# ---- design 1 ----
[config.mk]
export PLATFORM = sky130hd
export DESIGN_NAME = alu_shift_seq
export DESIGN_NICKNAME = d
export VERILOG_FILES = /design/src/rtl/alu_shift_pkg.sv /design/src/rtl/alu_shift_step.sv /design/src/rtl/alu_shift_seq.sv
export SDC_FILE = /design/constraint.sdc
export NUM_CORES = 1
export LEC_CHECK = 0
export ABC_AREA = 1
export CORE_MARGIN = 10
export CORE_UTILIZATION = 35
export CTS_CLUSTER_DIAMETER = 60
export DETAILED_ROUTE_END_ITERATION = 16
export MAX_ROUTING_LAYER = met4
export PLACE_DENSITY = 0.71
export SYNTH_ARGS = -nofsm -noshare
export SYNTH_HDL_FRONTEND = slang
export SYNTH_SLANG_ARGS = --single-unit
export TNS_END_PERCENT = 30
[constraint.sdc]
create_clock -name clk -period 1.29 [get_ports clk]
set_clock_uncertainty 0.2 [all_clocks]
set_input_delay 0.129 -clock clk [delete_from_list [all_inputs] [get_ports clk]]
set_output_delay 0.129 -clock clk [all_outputs]
set_load 0.005 [all_outputs]
[src/rtl/alu_shift_pkg.sv]
`default_nettype none
// ============================================================================
// Module      : alu_shift_pkg
// Description : Shared mode/state encodings and the accept-time carry seed.
// Revision    : 1.0
// ============================================================================
package alu_shift_pkg;

  typedef enum logic [2:0] {
    MODE_SHL  = 3'b000,
    MODE_SHR  = 3'b001,
    MODE_ROL  = 3'b010,
    MODE_ROR  = 3'b011,
    MODE_SAR  = 3'b100,
    MODE_RCL  = 3'b101,
    MODE_RCR  = 3'b110,
    MODE_RSVD = 3'b111
  } shift_mode_t;

  typedef enum logic [1:0] {
    IDLE  = 2'd0,
    SHIFT = 2'd1,
    DONE  = 2'd2
  } shift_state_t;

  // Carry value loaded with the operand; it is also the carry reported when cnt == 0.
  function automatic logic init_carry(input shift_mode_t m, input logic a_lsb,
                                      input logic a_msb, input logic cin);
    logic c;
    c = 1'b0;
    case (m)
      MODE_RCL, MODE_RCR: c = cin;
      MODE_ROL:           c = a_lsb;
      MODE_ROR:           c = a_msb;
      default:            c = 1'b0;
    endcase
    return c;
  endfunction

endpackage
`default_nettype wire

[src/rtl/alu_shift_step.sv]
`default_nettype none
// ============================================================================
// Module      : alu_shift_step
// Description : Combinational single-bit shift/rotate step on data and carry.
// Revision    : 1.0
// ============================================================================
module alu_shift_step
  import alu_shift_pkg::*;
#(
  parameter int WIDTH = 8
) (
  input  logic [WIDTH-1:0] d_i,
  input  logic             carry_i,
  input  shift_mode_t      mode_i,
  output logic [WIDTH-1:0] d_o,
  output logic             carry_o
);

  always_comb begin
    d_o     = d_i;
    carry_o = carry_i;
    case (mode_i)
      MODE_SHR: {d_o, carry_o} = {1'b0, d_i};
      MODE_SAR: {d_o, carry_o} = {d_i[WIDTH-1], d_i};
      MODE_ROL: begin
        d_o     = {d_i[WIDTH-2:0], d_i[WIDTH-1]};
        carry_o = d_i[WIDTH-1];
      end
      MODE_ROR: begin
        d_o     = {d_i[0], d_i[WIDTH-1:1]};
        carry_o = d_i[0];
      end
      MODE_RCL: {carry_o, d_o} = {d_i, carry_i};
      MODE_RCR: {d_o, carry_o} = {carry_i, d_i};
      // Reserved encoding shares the SHL datapath.
      default:  {carry_o, d_o} = {d_i, 1'b0};
    endcase
  end

endmodule
`default_nettype wire

[src/rtl/alu_shift_seq.sv]
`default_nettype none
// ============================================================================
// Module      : alu_shift_seq
// Description : Iterative shifter, one bit position per clock, valid/ready I/O.
// Revision    : 1.0
// ============================================================================
module alu_shift_seq
  import alu_shift_pkg::*;
#(
  parameter int WIDTH     = 8,
  parameter int CNT_WIDTH = $clog2(WIDTH)
) (
  input  logic                 clk,
  input  logic                 rst_n,
  input  logic                 in_valid,
  output logic                 in_ready,
  input  logic [WIDTH-1:0]     a,
  input  logic [CNT_WIDTH-1:0] cnt,
  input  logic [2:0]           mode,
  input  logic                 cin,
  output logic                 out_valid,
  input  logic                 out_ready,
  output logic [WIDTH-1:0]     out,
  output logic                 co,
  output logic                 zero
);

  shift_state_t         state_q;
  shift_mode_t          mode_q;
  logic [WIDTH-1:0]     data_q;
  logic                 carry_q;
  logic [CNT_WIDTH-1:0] count_q;

  logic [WIDTH-1:0]     data_d;
  logic                 carry_d;
  shift_mode_t          mode_in;

  assign mode_in = shift_mode_t'(mode);

  alu_shift_step #(
    .WIDTH (WIDTH)
  ) u_step (
    .d_i     (data_q),
    .carry_i (carry_q),
    .mode_i  (mode_q),
    .d_o     (data_d),
    .carry_o (carry_d)
  );

  always_ff @(posedge clk or negedge rst_n) begin
    if (!rst_n) begin
      state_q <= IDLE;
      mode_q  <= MODE_SHL;
      data_q  <= '0;
      carry_q <= 1'b0;
      count_q <= '0;
    end else begin
      case (state_q)
        IDLE: begin
          if (in_valid) begin
            data_q  <= a;
            mode_q  <= mode_in;
            carry_q <= init_carry(mode_in, a[0], a[WIDTH-1], cin);
            count_q <= cnt;
            state_q <= (cnt == '0) ? DONE : SHIFT;
          end
        end
        SHIFT: begin
          data_q  <= data_d;
          carry_q <= carry_d;
          count_q <= count_q - 1'b1;
          if (count_q == CNT_WIDTH'(1)) begin
            state_q <= DONE;
          end
        end
        DONE: begin
          if (out_ready) begin
            state_q <= IDLE;
          end
        end
        default: state_q <= IDLE;
      endcase
    end
  end

  assign in_ready  = (state_q == IDLE);
  assign out_valid = (state_q == DONE);
  assign out       = data_q;
  assign co        = carry_q;
  assign zero      = (data_q == '0);

endmodule
`default_nettype wire

# ---- design 2 ----
==> src/rtl/quadrilatero_sa_dispatcher.sv <==
// -----------------------------------------------------------------------------
// quadrilatero_sa_dispatcher
//
// Hazard-checking dispatch stage that sits in front of the systolic-array issue
// queue. Decoded matrix instructions arrive on a valid/ready handshake. The
// stage keeps a scoreboard for every matrix register:
//   - one pending-writer bit
//   - an outstanding-reader count
// It stalls on RAW/WAW/WAR hazards, on reader-count saturation, or when the
// issue queue is full. Hazard-free instructions are pushed to the queue one
// cycle after acceptance through a registered dispatch strobe.
//
// Ports
//   clk_i, rst_i                         clock, async active-high reset
//   instr_valid_i / instr_ready_o        instruction handshake
//   instr_i, rs1_i, rs2_i, rd_i          payload and register operands
//   queue_full_i                         issue queue cannot take another entry
//   dispatch_o, dispatched_instr_o       registered push into the issue queue
//   wr_release_i, wr_release_idx_i       writer of a register has committed
//   rd_release_i, rd_release_rs1_i/rs2_i an instruction finished reading sources
//   idle_o                               scoreboard empty, no dispatch in flight
//   sb_error_o                           sticky release-of-idle / underflow flag
// -----------------------------------------------------------------------------
module quadrilatero_sa_dispatcher #(
    parameter int N_REGS      = 8,
    parameter int REG_IDX_W   = 3,
    parameter int INSTR_W     = 64,
    parameter int MAX_READERS = 3
) (
    input  logic                 clk_i,
    input  logic                 rst_i,
    input  logic                 instr_valid_i,
    output logic                 instr_ready_o,
    input  logic [INSTR_W-1:0]   instr_i,
    input  logic [REG_IDX_W-1:0] rs1_i,
    input  logic [REG_IDX_W-1:0] rs2_i,
    input  logic [REG_IDX_W-1:0] rd_i,
    input  logic                 queue_full_i,
    output logic                 dispatch_o,
    output logic [INSTR_W-1:0]   dispatched_instr_o,
    input  logic                 wr_release_i,
    input  logic [REG_IDX_W-1:0] wr_release_idx_i,
    input  logic                 rd_release_i,
    input  logic [REG_IDX_W-1:0] rd_release_rs1_i,
    input  logic [REG_IDX_W-1:0] rd_release_rs2_i,
    output logic                 idle_o,
    output logic                 sb_error_o
);

    localparam int CNT_W = $clog2(MAX_READERS + 1);
    // Two extra bits so count + 2 (and the underflow test) never wraps.
    localparam int SUM_W = CNT_W + 2;

    typedef logic [CNT_W-1:0] cnt_t;
    typedef logic [SUM_W-1:0] sum_t;

    logic [N_REGS-1:0] wr_busy_q;
    logic [N_REGS-1:0] wr_busy_d;
    cnt_t              rd_cnt_q [N_REGS];
    cnt_t              rd_cnt_d [N_REGS];

    logic hazard;
    logic accept;
    logic err_d;
    logic readers_idle;
    sum_t src_inc;
    sum_t inc_r;
    sum_t dec_r;
    sum_t total_r;

    // ------------------------------------------------------------------
    // Hazard detection: registered scoreboard only, no release bypass.
    // ------------------------------------------------------------------
    always_comb begin
        // NOTE: every signal driven here gets a default first, so no path
        // leaves it unassigned and no latch is inferred.
        hazard  = 1'b0;
        // rs1 == rs2 consumes two reader slots on the same register.
        src_inc = (rs1_i == rs2_i) ? sum_t'(2) : sum_t'(1);

        if (wr_busy_q[rs1_i] || wr_busy_q[rs2_i]) hazard = 1'b1;   // RAW
        if (wr_busy_q[rd_i])                      hazard = 1'b1;   // WAW
        if (rd_cnt_q[rd_i] != '0)                 hazard = 1'b1;   // WAR
        if ((sum_t'(rd_cnt_q[rs1_i]) + src_inc) > sum_t'(MAX_READERS) ||
            (sum_t'(rd_cnt_q[rs2_i]) + src_inc) > sum_t'(MAX_READERS))
            hazard = 1'b1;                                          // saturation
    end

    assign instr_ready_o = !rst_i && !queue_full_i && !hazard;
    assign accept        = instr_valid_i && instr_ready_o;

    // ------------------------------------------------------------------
    // Scoreboard next state.
    // ------------------------------------------------------------------
    always_comb begin
        wr_busy_d = wr_busy_q;
        err_d     = 1'b0;
        inc_r     = '0;
        dec_r     = '0;
        total_r   = '0;

        if (wr_release_i) begin
            if (wr_busy_q[wr_release_idx_i]) wr_busy_d[wr_release_idx_i] = 1'b0;
            else                             err_d = 1'b1;
        end
        // Applied after the release so an acquire of the same register wins.
        if (accept) wr_busy_d[rd_i] = 1'b1;

        // Reader counters take the net of this cycle's acquires and releases;
        // a net result below zero is flagged and only the acquire is kept.
        for (int r = 0; r < N_REGS; r++) begin
            inc_r   = sum_t'(accept && (rs1_i == REG_IDX_W'(r))) +
                      sum_t'(accept && (rs2_i == REG_IDX_W'(r)));
            dec_r   = sum_t'(rd_release_i && (rd_release_rs1_i == REG_IDX_W'(r))) +
                      sum_t'(rd_release_i && (rd_release_rs2_i == REG_IDX_W'(r)));
            total_r = sum_t'(rd_cnt_q[r]) + inc_r;
            if (total_r < dec_r) begin
                err_d       = 1'b1;
                rd_cnt_d[r] = cnt_t'(total_r);
            end else begin
                rd_cnt_d[r] = cnt_t'(total_r - dec_r);
            end
        end
    end

    always_comb begin
        readers_idle = 1'b1;
        for (int r = 0; r < N_REGS; r++) begin
            if (rd_cnt_q[r] != '0) readers_idle = 1'b0;
        end
    end

    assign idle_o = !(|wr_busy_q) && readers_idle && !dispatch_o;

    // ------------------------------------------------------------------
    // State registers.
    // ------------------------------------------------------------------
    always_ff @(posedge clk_i or posedge rst_i) begin
        if (rst_i) begin
            wr_busy_q          <= '0;
            // NOTE: the reader counters are control state, not a data store,
            // so every entry must be cleared by reset.
            for (int r = 0; r < N_REGS; r++) rd_cnt_q[r] <= '0;
            dispatch_o         <= 1'b0;
            dispatched_instr_o <= '0;
            sb_error_o         <= 1'b0;
        end else begin
            // NOTE: non-blocking assignments keep every register sampling the
            // pre-edge values regardless of statement order.
            wr_busy_q  <= wr_busy_d;
            rd_cnt_q   <= rd_cnt_d;
            dispatch_o <= accept;
            if (accept) dispatched_instr_o <= instr_i;
            if (err_d)  sb_error_o <= 1'b1;
        end
    end

endmodule
==> config.mk <==
export PLATFORM = sky130hd
export DESIGN_NAME = quadrilatero_sa_dispatcher
export DESIGN_NICKNAME = d
export VERILOG_FILES = /design/src/rtl/quadrilatero_sa_dispatcher.sv
export SDC_FILE = /design/constraint.sdc
export NUM_CORES = 1
export LEC_CHECK = 0
export CORE_MARGIN = 4
export CORE_UTILIZATION = 50
export CTS_CLUSTER_SIZE = 16
export DETAILED_ROUTE_END_ITERATION = 16
export MAX_ROUTING_LAYER = met4
export PLACE_DENSITY = 0.87
export SYNTH_ARGS = -nofsm -noshare
export SYNTH_HDL_FRONTEND = slang
export SYNTH_SLANG_ARGS = --single-unit
==> constraint.sdc <==
create_clock -name clk_i -period 6.4 [get_ports clk_i]
set_input_delay 0.96 -clock clk_i [delete_from_list [all_inputs] [get_ports clk_i]]
set_output_delay 0.96 -clock clk_i [all_outputs]
set_load 0.03 [all_outputs]
# ---- design 3 ----
### src/rtl/mult_pkg.sv
// Shared definitions for the sequential multiplier; the ALU control unit
// also imports this to decode the multiplier state and busy handshake.
package mult_pkg;

   typedef enum logic [1:0] {
      IDLE   = 2'd0,
      RUN    = 2'd1,
      FINISH = 2'd2
   } mult_state_t;

   // Counter must hold the value WIDTH itself, hence WIDTH+1.
   function automatic int mult_cnt_width(input int width);
      return $clog2(width + 1);
   endfunction

endpackage

### src/rtl/mult_sign_adjust.sv
// Conditional two's-complement: passes the value through or negates it.
// Used both for operand magnitudes and for re-signing the final product.
module mult_sign_adjust
   import mult_pkg::*;
#(
   parameter int WIDTH = 16
) (
   input  logic [WIDTH-1:0] value,
   input  logic             negate,
   output logic [WIDTH-1:0] result
);

   always_comb begin
      result = value;
      if (negate) begin
         result = ~value + WIDTH'(1);
      end
   end

endmodule

### src/rtl/seq_multiplier.sv
// Sequential shift-add multiplier, signed or unsigned, one iteration per cycle
// with busy/done handshake and early completion on a zero operand.
module seq_multiplier
   import mult_pkg::*;
#(
   parameter int WIDTH = 16,
   parameter int CNT_W = mult_cnt_width(WIDTH)
) (
   input  logic                 clockMul,
   input  logic                 resetMul,
   input  logic                 start,
   input  logic                 signedMode,
   input  logic [WIDTH-1:0]     mult1,
   input  logic [WIDTH-1:0]     mult2,
   output logic                 busy,
   output logic                 done,
   output logic [2*WIDTH-1:0]   produto
);

   mult_state_t          state;
   logic [CNT_W-1:0]     count;
   logic [2*WIDTH-1:0]   acc;
   logic [WIDTH-1:0]     mcand;
   logic                 neg_en;
   logic                 sign_raw;

   logic [WIDTH-1:0]     mag1;
   logic [WIDTH-1:0]     mag2;
   logic                 zero_op;
   logic [2*WIDTH-1:0]   prod_adj;
   logic [WIDTH:0]       sum;
   logic [2*WIDTH:0]     step;

   mult_sign_adjust #(.WIDTH(WIDTH)) u_mag1 (
      .value  (mult1),
      .negate (signedMode & mult1[WIDTH-1]),
      .result (mag1)
   );

   mult_sign_adjust #(.WIDTH(WIDTH)) u_mag2 (
      .value  (mult2),
      .negate (signedMode & mult2[WIDTH-1]),
      .result (mag2)
   );

   mult_sign_adjust #(.WIDTH(2*WIDTH)) u_result (
      .value  (acc),
      .negate (neg_en & sign_raw),
      .result (prod_adj)
   );

   assign zero_op = (mag1 == '0) || (mag2 == '0);

   // Add and shift merged: the carry out of the upper-half add becomes the
   // top bit of the {carry, reg} word before the right shift.
   always_comb begin
      sum  = {1'b0, acc[2*WIDTH-1:WIDTH]} + (acc[0] ? {1'b0, mcand} : '0);
      step = {sum, acc[WIDTH-1:0]};
   end

   always_ff @(posedge clockMul) begin
      if (resetMul) begin
         state    <= IDLE;
         busy     <= 1'b0;
         done     <= 1'b0;
         produto  <= '0;
         count    <= '0;
         acc      <= '0;
         mcand    <= '0;
         neg_en   <= 1'b0;
         sign_raw <= 1'b0;
      end else begin
         done <= 1'b0;
         case (state)
            IDLE: begin
               if (start) begin
                  neg_en   <= signedMode;
                  sign_raw <= mult1[WIDTH-1] ^ mult2[WIDTH-1];
                  mcand    <= mag1;
                  acc      <= zero_op ? '0 : {{WIDTH{1'b0}}, mag2};
                  count    <= '0;
                  busy     <= 1'b1;
                  state    <= zero_op ? FINISH : RUN;
               end
            end
            RUN: begin
               acc   <= step[2*WIDTH:1];
               count <= count + CNT_W'(1);
               if (count == CNT_W'(WIDTH - 1)) begin
                  state <= FINISH;
               end
            end
            FINISH: begin
               produto <= prod_adj;
               done    <= 1'b1;
               busy    <= 1'b0;
               state   <= IDLE;
            end
            default: begin
               state <= IDLE;
            end
         endcase
      end
   end

endmodule

### config.mk
export PLATFORM = sky130hd
export DESIGN_NAME = seq_multiplier
export DESIGN_NICKNAME = d
export VERILOG_FILES = /design/src/rtl/mult_pkg.sv /design/src/rtl/mult_sign_adjust.sv /design/src/rtl/seq_multiplier.sv
export SDC_FILE = /design/constraint.sdc
export NUM_CORES = 1
export LEC_CHECK = 0
export CELL_PAD_IN_SITES_DETAIL_PLACEMENT = 1
export CELL_PAD_IN_SITES_GLOBAL_PLACEMENT = 2
export CORE_ASPECT_RATIO = 0.6
export CORE_UTILIZATION = 33
export CTS_CLUSTER_DIAMETER = 80
export DETAILED_ROUTE_END_ITERATION = 16
export PLACE_DENSITY_LB_ADDON = 0.15
export SYNTH_ARGS = -nofsm -noshare
export SYNTH_HDL_FRONTEND = slang
export SYNTH_SLANG_ARGS = --single-unit
export TNS_END_PERCENT = 30
### constraint.sdc
create_clock -name clockMul -period 3.1 [get_ports clockMul]
set_input_delay 0.465 -clock clockMul [delete_from_list [all_inputs] [get_ports clockMul]]
set_output_delay 0.465 -clock clockMul [all_outputs]
set_load 0.05 [all_outputs]
# ---- design 4 ----
<file path="config.mk">
export PLATFORM = sky130hd
export DESIGN_NAME = wb_stage_flat
export DESIGN_NICKNAME = d
export VERILOG_FILES = /design/src/rtl/wb_stage_if.sv /design/src/rtl/wb_stage.sv /design/src/flat_wrapper.sv
export SDC_FILE = /design/constraint.sdc
export NUM_CORES = 1
export LEC_CHECK = 0
export ABC_CLOCK_PERIOD_IN_PS = 2950
export CORE_MARGIN = 2
export CORE_UTILIZATION = 48
export CTS_BUF_LIST = sky130_fd_sc_hd__clkbuf_2
export CTS_CLUSTER_DIAMETER = 80
export CTS_CLUSTER_SIZE = 10
export DETAILED_ROUTE_END_ITERATION = 7
export GPL_ROUTABILITY_DRIVEN = 0
export PLACE_DENSITY = 0.83
export SLEW_MARGIN = 10
export SYNTH_ARGS = -nofsm -noshare
export SYNTH_HDL_FRONTEND = slang
export SYNTH_SLANG_ARGS = --single-unit
</file>
<file path="constraint.sdc">
create_clock -name clk -period 2.95 [get_ports clk]
set_input_delay 0.4425 -clock clk [delete_from_list [all_inputs] [get_ports clk]]
set_output_delay 0.4425 -clock clk [all_outputs]
set_load 0.03 [all_outputs]
</file>
<file path="src/rtl/wb_stage_if.sv">
// Bus bundle for the writeback stage: execute handshake, data-memory read port
// and register-file write port.
interface wb_stage_if #(
   parameter int unsigned ADDR_WIDTH = 5,
   parameter int unsigned DATA_WIDTH = 32
);
   logic                  in_valid;
   logic                  in_ready;
   logic [ADDR_WIDTH-1:0] in_rd;
   logic                  in_rd_wen;
   logic                  in_is_load;
   logic [2:0]            in_funct3;
   logic [DATA_WIDTH-1:0] in_result;
   logic                  mem_req_valid;
   logic                  mem_req_ready;
   logic [DATA_WIDTH-1:0] mem_req_addr;
   logic                  mem_rsp_valid;
   logic [DATA_WIDTH-1:0] mem_rsp_data;
   logic                  rf_wen;
   logic [ADDR_WIDTH-1:0] rf_waddr;
   logic [DATA_WIDTH-1:0] rf_wdata;
   logic                  commit;
   logic                  ld_fault;

   modport slave (
      input  in_valid, in_rd, in_rd_wen, in_is_load, in_funct3, in_result,
      input  mem_req_ready, mem_rsp_valid, mem_rsp_data,
      output in_ready, mem_req_valid, mem_req_addr,
      output rf_wen, rf_waddr, rf_wdata, commit, ld_fault
   );

   modport master (
      output in_valid, in_rd, in_rd_wen, in_is_load, in_funct3, in_result,
      output mem_req_ready, mem_rsp_valid, mem_rsp_data,
      input  in_ready, mem_req_valid, mem_req_addr,
      input  rf_wen, rf_waddr, rf_wdata, commit, ld_fault
   );
endinterface

</file>
<file path="src/rtl/wb_stage.sv">
// Writeback stage: retires ALU results directly, performs word reads for loads
// with byte/half extraction, and owns the register-file write port.
module wb_stage #(
   parameter int unsigned ADDR_WIDTH = 5,
   parameter int unsigned DATA_WIDTH = 32
) (
   input  logic        clk,
   input  logic        rst,
   wb_stage_if.slave   bus
);

   typedef enum logic [1:0] {
      IDLE     = 2'd0,
      MEM_REQ  = 2'd1,
      MEM_WAIT = 2'd2,
      COMMIT   = 2'd3
   } state_t;

   state_t                state_q, state_d;
   logic [ADDR_WIDTH-1:0] rd_q;
   logic                  rd_wen_q;
   logic [2:0]            funct3_q;
   logic [DATA_WIDTH-1:0] result_q;

   logic                  rf_wen_q, commit_q, ld_fault_q;
   logic [ADDR_WIDTH-1:0] rf_waddr_q;
   logic [DATA_WIDTH-1:0] rf_wdata_q;

   logic                  accept;
   logic                  fault_in;
   logic                  wen_d;
   logic                  fault_d;
   logic [ADDR_WIDTH-1:0] waddr_d;
   logic [DATA_WIDTH-1:0] wdata_d;
   logic [7:0]            ld_byte;
   logic [15:0]           ld_half;
   logic [DATA_WIDTH-1:0] ld_value;

   assign accept = bus.in_valid && (state_q == IDLE);

   // Fault check runs on the incoming instruction so a bad load never leaves IDLE
   // for the memory states.
   always_comb begin
      fault_in = 1'b0;
      unique case (bus.in_funct3)
         3'b000, 3'b100: fault_in = 1'b0;
         3'b001, 3'b101: fault_in = bus.in_result[0];
         3'b010:         fault_in = (bus.in_result[1:0] != 2'b00);
         default:        fault_in = 1'b1;
      endcase
   end

   always_comb begin
      ld_byte = bus.mem_rsp_data[7:0];
      unique case (result_q[1:0])
         2'd0: ld_byte = bus.mem_rsp_data[7:0];
         2'd1: ld_byte = bus.mem_rsp_data[15:8];
         2'd2: ld_byte = bus.mem_rsp_data[23:16];
         2'd3: ld_byte = bus.mem_rsp_data[31:24];
         default: ld_byte = bus.mem_rsp_data[7:0];
      endcase
      ld_half = result_q[1] ? bus.mem_rsp_data[31:16] : bus.mem_rsp_data[15:0];
      unique case (funct3_q)
         3'b000:  ld_value = {{(DATA_WIDTH-8){ld_byte[7]}}, ld_byte};
         3'b001:  ld_value = {{(DATA_WIDTH-16){ld_half[15]}}, ld_half};
         3'b100:  ld_value = {{(DATA_WIDTH-8){1'b0}}, ld_byte};
         3'b101:  ld_value = {{(DATA_WIDTH-16){1'b0}}, ld_half};
         default: ld_value = bus.mem_rsp_data;
      endcase
   end

   // Next-state logic
   always_comb begin
      state_d = state_q;
      unique case (state_q)
         IDLE:     if (accept) state_d = (bus.in_is_load && !fault_in) ? MEM_REQ : COMMIT;
         MEM_REQ:  if (bus.mem_req_ready) state_d = bus.mem_rsp_valid ? COMMIT : MEM_WAIT;
         MEM_WAIT: if (bus.mem_rsp_valid) state_d = COMMIT;
         COMMIT:   state_d = IDLE;
         default:  state_d = IDLE;
      endcase
   end

   // Output logic
   always_comb begin
      bus.in_ready      = (state_q == IDLE);
      bus.mem_req_valid = (state_q == MEM_REQ);
      bus.mem_req_addr  = {result_q[DATA_WIDTH-1:2], 2'b00};
      bus.rf_wen        = rf_wen_q;
      bus.rf_waddr      = rf_waddr_q;
      bus.rf_wdata      = rf_wdata_q;
      bus.commit        = commit_q;
      bus.ld_fault      = ld_fault_q;
   end

   // Commit values are formed from the live inputs when coming straight from IDLE,
   // otherwise from the latched fields and the memory response.
   always_comb begin
      if (state_q == IDLE) begin
         fault_d = bus.in_is_load && fault_in;
         wen_d   = bus.in_rd_wen && (bus.in_rd != '0) && !fault_d;
         waddr_d = bus.in_rd;
         wdata_d = bus.in_result;
      end else begin
         fault_d = 1'b0;
         wen_d   = rd_wen_q && (rd_q != '0);
         waddr_d = rd_q;
         wdata_d = ld_value;
      end
   end

   always_ff @(posedge clk or posedge rst) begin
      if (rst) begin
         state_q    <= IDLE;
         rd_q       <= '0;
         rd_wen_q   <= 1'b0;
         funct3_q   <= '0;
         result_q   <= '0;
         rf_wen_q   <= 1'b0;
         commit_q   <= 1'b0;
         ld_fault_q <= 1'b0;
         rf_waddr_q <= '0;
         rf_wdata_q <= '0;
      end else begin
         state_q <= state_d;
         if (accept) begin
            rd_q     <= bus.in_rd;
            rd_wen_q <= bus.in_rd_wen;
            funct3_q <= bus.in_funct3;
            result_q <= bus.in_result;
         end
         if (state_d == COMMIT) begin
            rf_wen_q   <= wen_d;
            commit_q   <= 1'b1;
            ld_fault_q <= fault_d;
            rf_waddr_q <= waddr_d;
            rf_wdata_q <= wdata_d;
         end else begin
            rf_wen_q   <= 1'b0;
            commit_q   <= 1'b0;
            ld_fault_q <= 1'b0;
         end
      end
   end

endmodule

</file>
<file path="src/flat_wrapper.sv">
// flat-port wrapper written by rule: the top's interface ports become plain ports
module wb_stage_flat 
#(
   parameter int unsigned ADDR_WIDTH = 5,
   parameter int unsigned DATA_WIDTH = 32
)
  (clk, rst, bus_in_valid, bus_in_rd, bus_in_rd_wen, bus_in_is_load, bus_in_funct3, bus_in_result, bus_mem_req_ready, bus_mem_rsp_valid, bus_mem_rsp_data, bus_in_ready, bus_mem_req_valid, bus_mem_req_addr, bus_rf_wen, bus_rf_waddr, bus_rf_wdata, bus_commit, bus_ld_fault);
  wb_stage_if #(.ADDR_WIDTH(ADDR_WIDTH), .DATA_WIDTH(DATA_WIDTH)) bus_i ();
  input  logic clk;
  input  logic rst;
  input wire logic [$bits(bus_i.in_valid)-1:0] bus_in_valid;
  input wire logic [$bits(bus_i.in_rd)-1:0] bus_in_rd;
  input wire logic [$bits(bus_i.in_rd_wen)-1:0] bus_in_rd_wen;
  input wire logic [$bits(bus_i.in_is_load)-1:0] bus_in_is_load;
  input wire logic [$bits(bus_i.in_funct3)-1:0] bus_in_funct3;
  input wire logic [$bits(bus_i.in_result)-1:0] bus_in_result;
  input wire logic [$bits(bus_i.mem_req_ready)-1:0] bus_mem_req_ready;
  input wire logic [$bits(bus_i.mem_rsp_valid)-1:0] bus_mem_rsp_valid;
  input wire logic [$bits(bus_i.mem_rsp_data)-1:0] bus_mem_rsp_data;
  output wire logic [$bits(bus_i.in_ready)-1:0] bus_in_ready;
  output wire logic [$bits(bus_i.mem_req_valid)-1:0] bus_mem_req_valid;
  output wire logic [$bits(bus_i.mem_req_addr)-1:0] bus_mem_req_addr;
  output wire logic [$bits(bus_i.rf_wen)-1:0] bus_rf_wen;
  output wire logic [$bits(bus_i.rf_waddr)-1:0] bus_rf_waddr;
  output wire logic [$bits(bus_i.rf_wdata)-1:0] bus_rf_wdata;
  output wire logic [$bits(bus_i.commit)-1:0] bus_commit;
  output wire logic [$bits(bus_i.ld_fault)-1:0] bus_ld_fault;
  assign bus_i.in_valid = bus_in_valid;
  assign bus_i.in_rd = bus_in_rd;
  assign bus_i.in_rd_wen = bus_in_rd_wen;
  assign bus_i.in_is_load = bus_in_is_load;
  assign bus_i.in_funct3 = bus_in_funct3;
  assign bus_i.in_result = bus_in_result;
  assign bus_i.mem_req_ready = bus_mem_req_ready;
  assign bus_i.mem_rsp_valid = bus_mem_rsp_valid;
  assign bus_i.mem_rsp_data = bus_mem_rsp_data;
  assign bus_in_ready = bus_i.in_ready;
  assign bus_mem_req_valid = bus_i.mem_req_valid;
  assign bus_mem_req_addr = bus_i.mem_req_addr;
  assign bus_rf_wen = bus_i.rf_wen;
  assign bus_rf_waddr = bus_i.rf_waddr;
  assign bus_rf_wdata = bus_i.rf_wdata;
  assign bus_commit = bus_i.commit;
  assign bus_ld_fault = bus_i.ld_fault;
  wb_stage #(.ADDR_WIDTH(ADDR_WIDTH), .DATA_WIDTH(DATA_WIDTH)) u_core (.clk(clk), .rst(rst), .bus(bus_i));
endmodule
</file>
Figure 1. Clock wires, drivers and flops (design 1).
Scale bar: 20 µm.
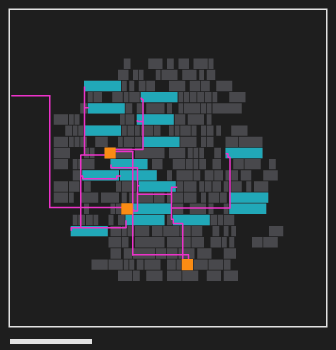
[magenta] clock wires | length: 277 µm
[cyan] flip-flops | count: 17
[orange] clock-net drivers | count: 3
routed clock nets: 4
Clock power frac: 0.061
Power Clock: 311 µW
clk latency late pin: 0.31 ns

==> impl_metrics.yaml, design 1 <==
# implementation run metrics
global_routing:
  antenna_found_initial: 0
detailed_routing:
  route.met2.wl_um: 1848
  drc: 0
outcome:
  outcome: "finished, violations left"
  violations: "negative setup slack"
logic_synthesis:
  ys_seq_frac: 0.3740
  synth_flops: 17
  synthCells: 156
  most_common_cell: "nand2_1"
  ys.flop_type: "dfrtp_1"
  muxShareOfSynthArea: 0
timing:
  fin_ws_ns: -0.3353
  setup_viol: 24
  tightestPinTransition_ns: 0.3326
setup_path:
  crit_type: "register to register"
  start_kind: "register"
  critPathBufInv: 3
die:
  fp_util: 0.3695
power:
  power_mw: 5.092
  p_comb_frac: 0.736
final_layout:
  lay_top_cells: "37 x nand2_1, 23 x buf_4, 20 x inv_1, 18 x clkdlybuf4s50_1, 17 x buf_6"
  largest_reg_flops: 8
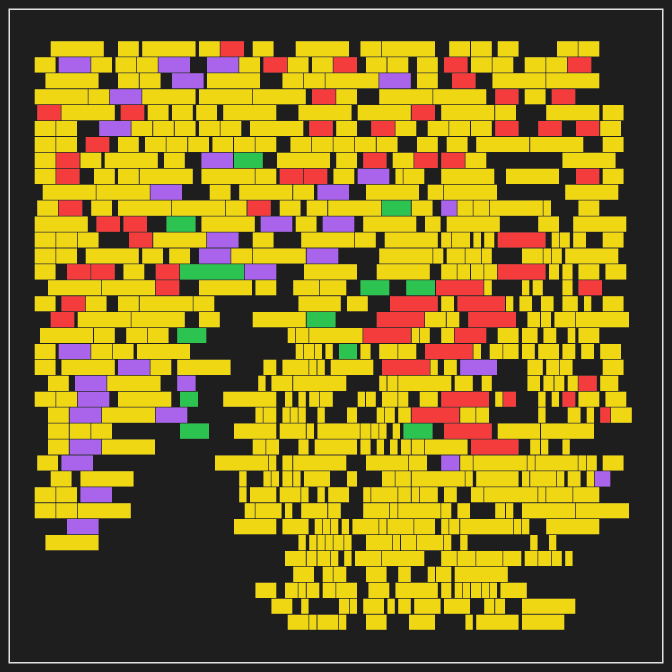
Figure 2: design 2, cells by drive strength.
| color | size | cells | most used |
|---|---|---|---|
| yellow | x1 and smaller | 507 | clkdlybuf4s50_1 |
| green | x6 and larger | 12 | clkbuf_8 |
| purple | x3 and x4 | 32 | mux2_4 |
| red | x2 | 57 | mux2_2 |

==> impl_metrics.yaml, design 2 <==
# implementation run metrics
outcome:
  outcome: "finished clean"
clock_tree:
  cts_buffer_depth: 2
  path_clk_slew_ns: 0.09
  cts_setup_buffers: 0
  cts_root_buf: "clkbuf_8"
logic_synthesis:
  yosysUniqueCellTypes: 45
final_layout:
  buf_share: 0.2174
  layout_top_cell: "clkdlybuf4s50_1"
die:
  coreArea_um2: 10370
  dieWidth_um: 111.4
  tap_cells: 136
power:
  seq_power_share: 0.345
  p_per_area_nw_per_um2: 395.2
setup_path:
  critical_path.startpoint: "rs1_i[0]"
  crit_slowest_cell: "clkdlybuf4s50_1"
  cp.depth: 8
  crit_path_max_incr_delay_ns: 0.82
global_routing:
  grt_overflow: 0
  grt_usage: 0.2374
place:
  gp_congestion: 0.9225
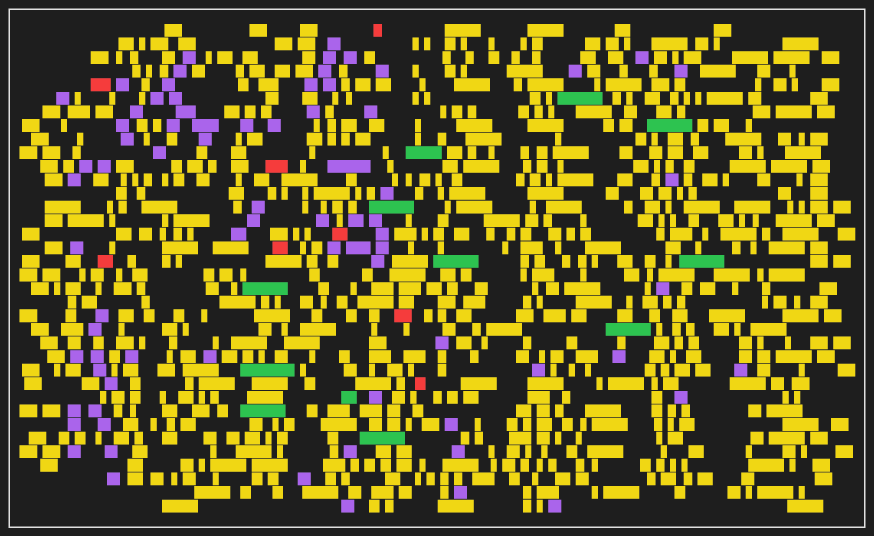
Figure 3: design 3, cells by drive strength.
| color | size | cells | most used |
|---|---|---|---|
| green | x6 and larger | 12 | clkbuf_16 |
| red | x2 | 8 | a31o_2 |
| purple | x3 and x4 | 76 | buf_4 |
| yellow | x1 and smaller | 745 | nor2_1 |
synth-to-layout area growth: 29.19%
post-route setup slack: 0.2061 ns
Plain + repair buffers: 139
final instance area: 7300 µm²

Figure 4. Cell placement (design 3).
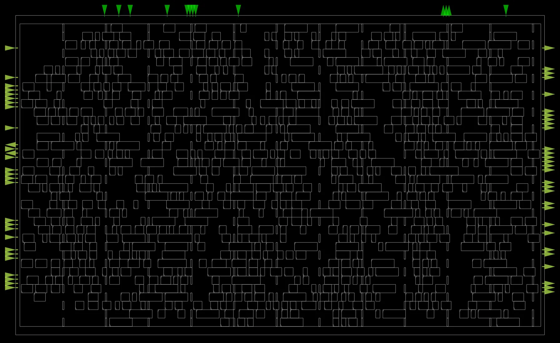
Tapcell Cnt: 228
flop count: 91
fin cells: 1069
# fillers: 1988

==> impl_metrics.yaml, design 3 <==
# implementation run metrics
die:
  die_y_um: 103.4
power:
  p_seq_mw: 1.26
  p_comb_frac: 0.181
  swShare: 0.2849
  power.net_switching_uw: 821.3
setup_path:
  cp-end-kind: "register"
  crit_path_end: "acc[23]"
  crit_slowest_cell: "dfxtp_4"
run:
  tool_warnings: 26
logic_synthesis:
  yosysUniqueCellTypes: 60
  most_common_cell: "nor2_1"
outcome:
  outcome: "finished clean"
clock_tree:
  cts_buffer_depth: 2
global_routing:
  grt_pass1_wl_um: 29480
  grt_pass1_vias: 5509
  grt_usage: 0.2162
final_layout:
  flop_area_um2: 1826
detailed_routing:
  drt-total-wl_um: 18220
  dr.pass1.iters: 4
place:
  gp_congestion: 0.7735
Figure 5. Clock wires, drivers and flops (design 4).
Scale bar: 20 µm.
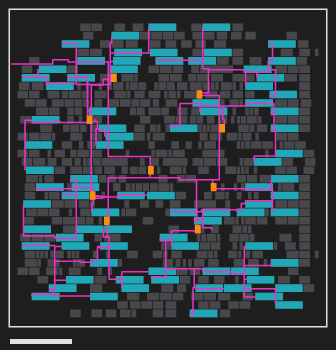
[cyan] flip-flops | count: 83
[orange] clock-net drivers | count: 9
[magenta] clock wires | length: 1020 µm
flops lie: widely spread
routed clock nets: 10
Power Clock: 600 µW
clk latency late pin: 0.55 ns

==> impl_metrics.yaml, design 4 <==
# implementation run metrics
outcome:
  outcome: "finished clean"
logic_synthesis:
  ys_area_um2: 4622
  synthAoiAreaFrac: 0.09610
  synth-edff-count: 0
  muxShareOfSynthArea: 0.2320
setup_path:
  r2r_slack_ns: 0.44
  crit_family: "buffers and inverters"
final_layout:
  sh_comb_area: 0.3389
power:
  total_leakage_power_nw: 2.626
  power_mw: 7.400
detailed_routing:
  wl_met1_um: 5203
clock_tree:
  cts_hold_buf: 0
  cts_max_level: 3
die:
  row_count: 35
place:
  port_buffers: 150
timing:
  setup_viol: 0


==> layout pictures side by side <==
Routed metal per tile.
panel A
20 x 20 tiles, from dark blue (low) to red (high), scaled to the fullest tile. Values are wire area over tile area, all layers added.
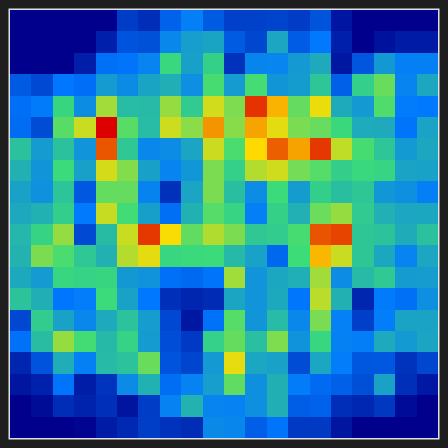
panel B
15 x 15 tiles, from dark blue (low) to red (high), scaled to the fullest tile. Values are wire area over tile area, all layers added.
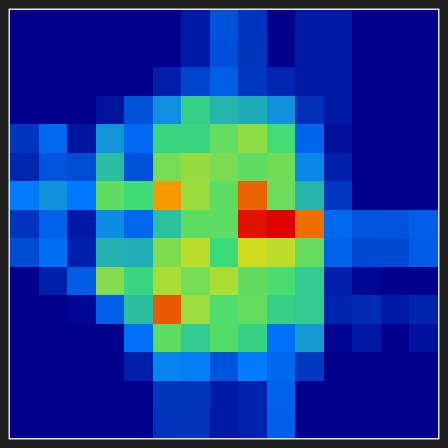
panel C
34 x 21 tiles, from dark blue (low) to red (high), scaled to the fullest tile. Values are wire area over tile area, all layers added.
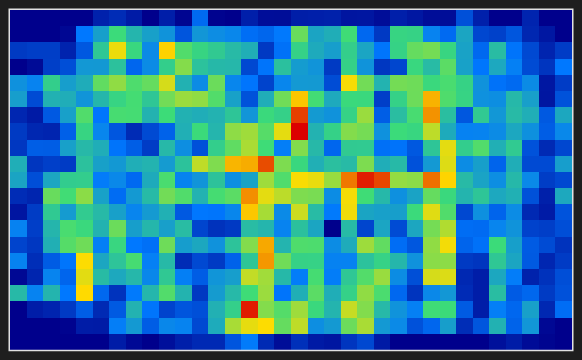
panel D
22 x 22 tiles, from dark blue (low) to red (high), scaled to the fullest tile. Values are wire area over tile area, all layers added.
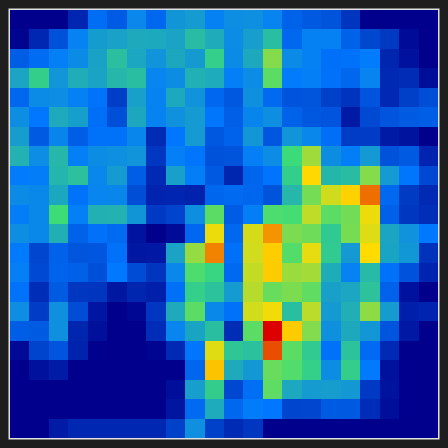
design 3: panel C
design 4: panel A
design 1: panel B
design 2: panel D

Power is estimated from default activity; no workload was simulated.
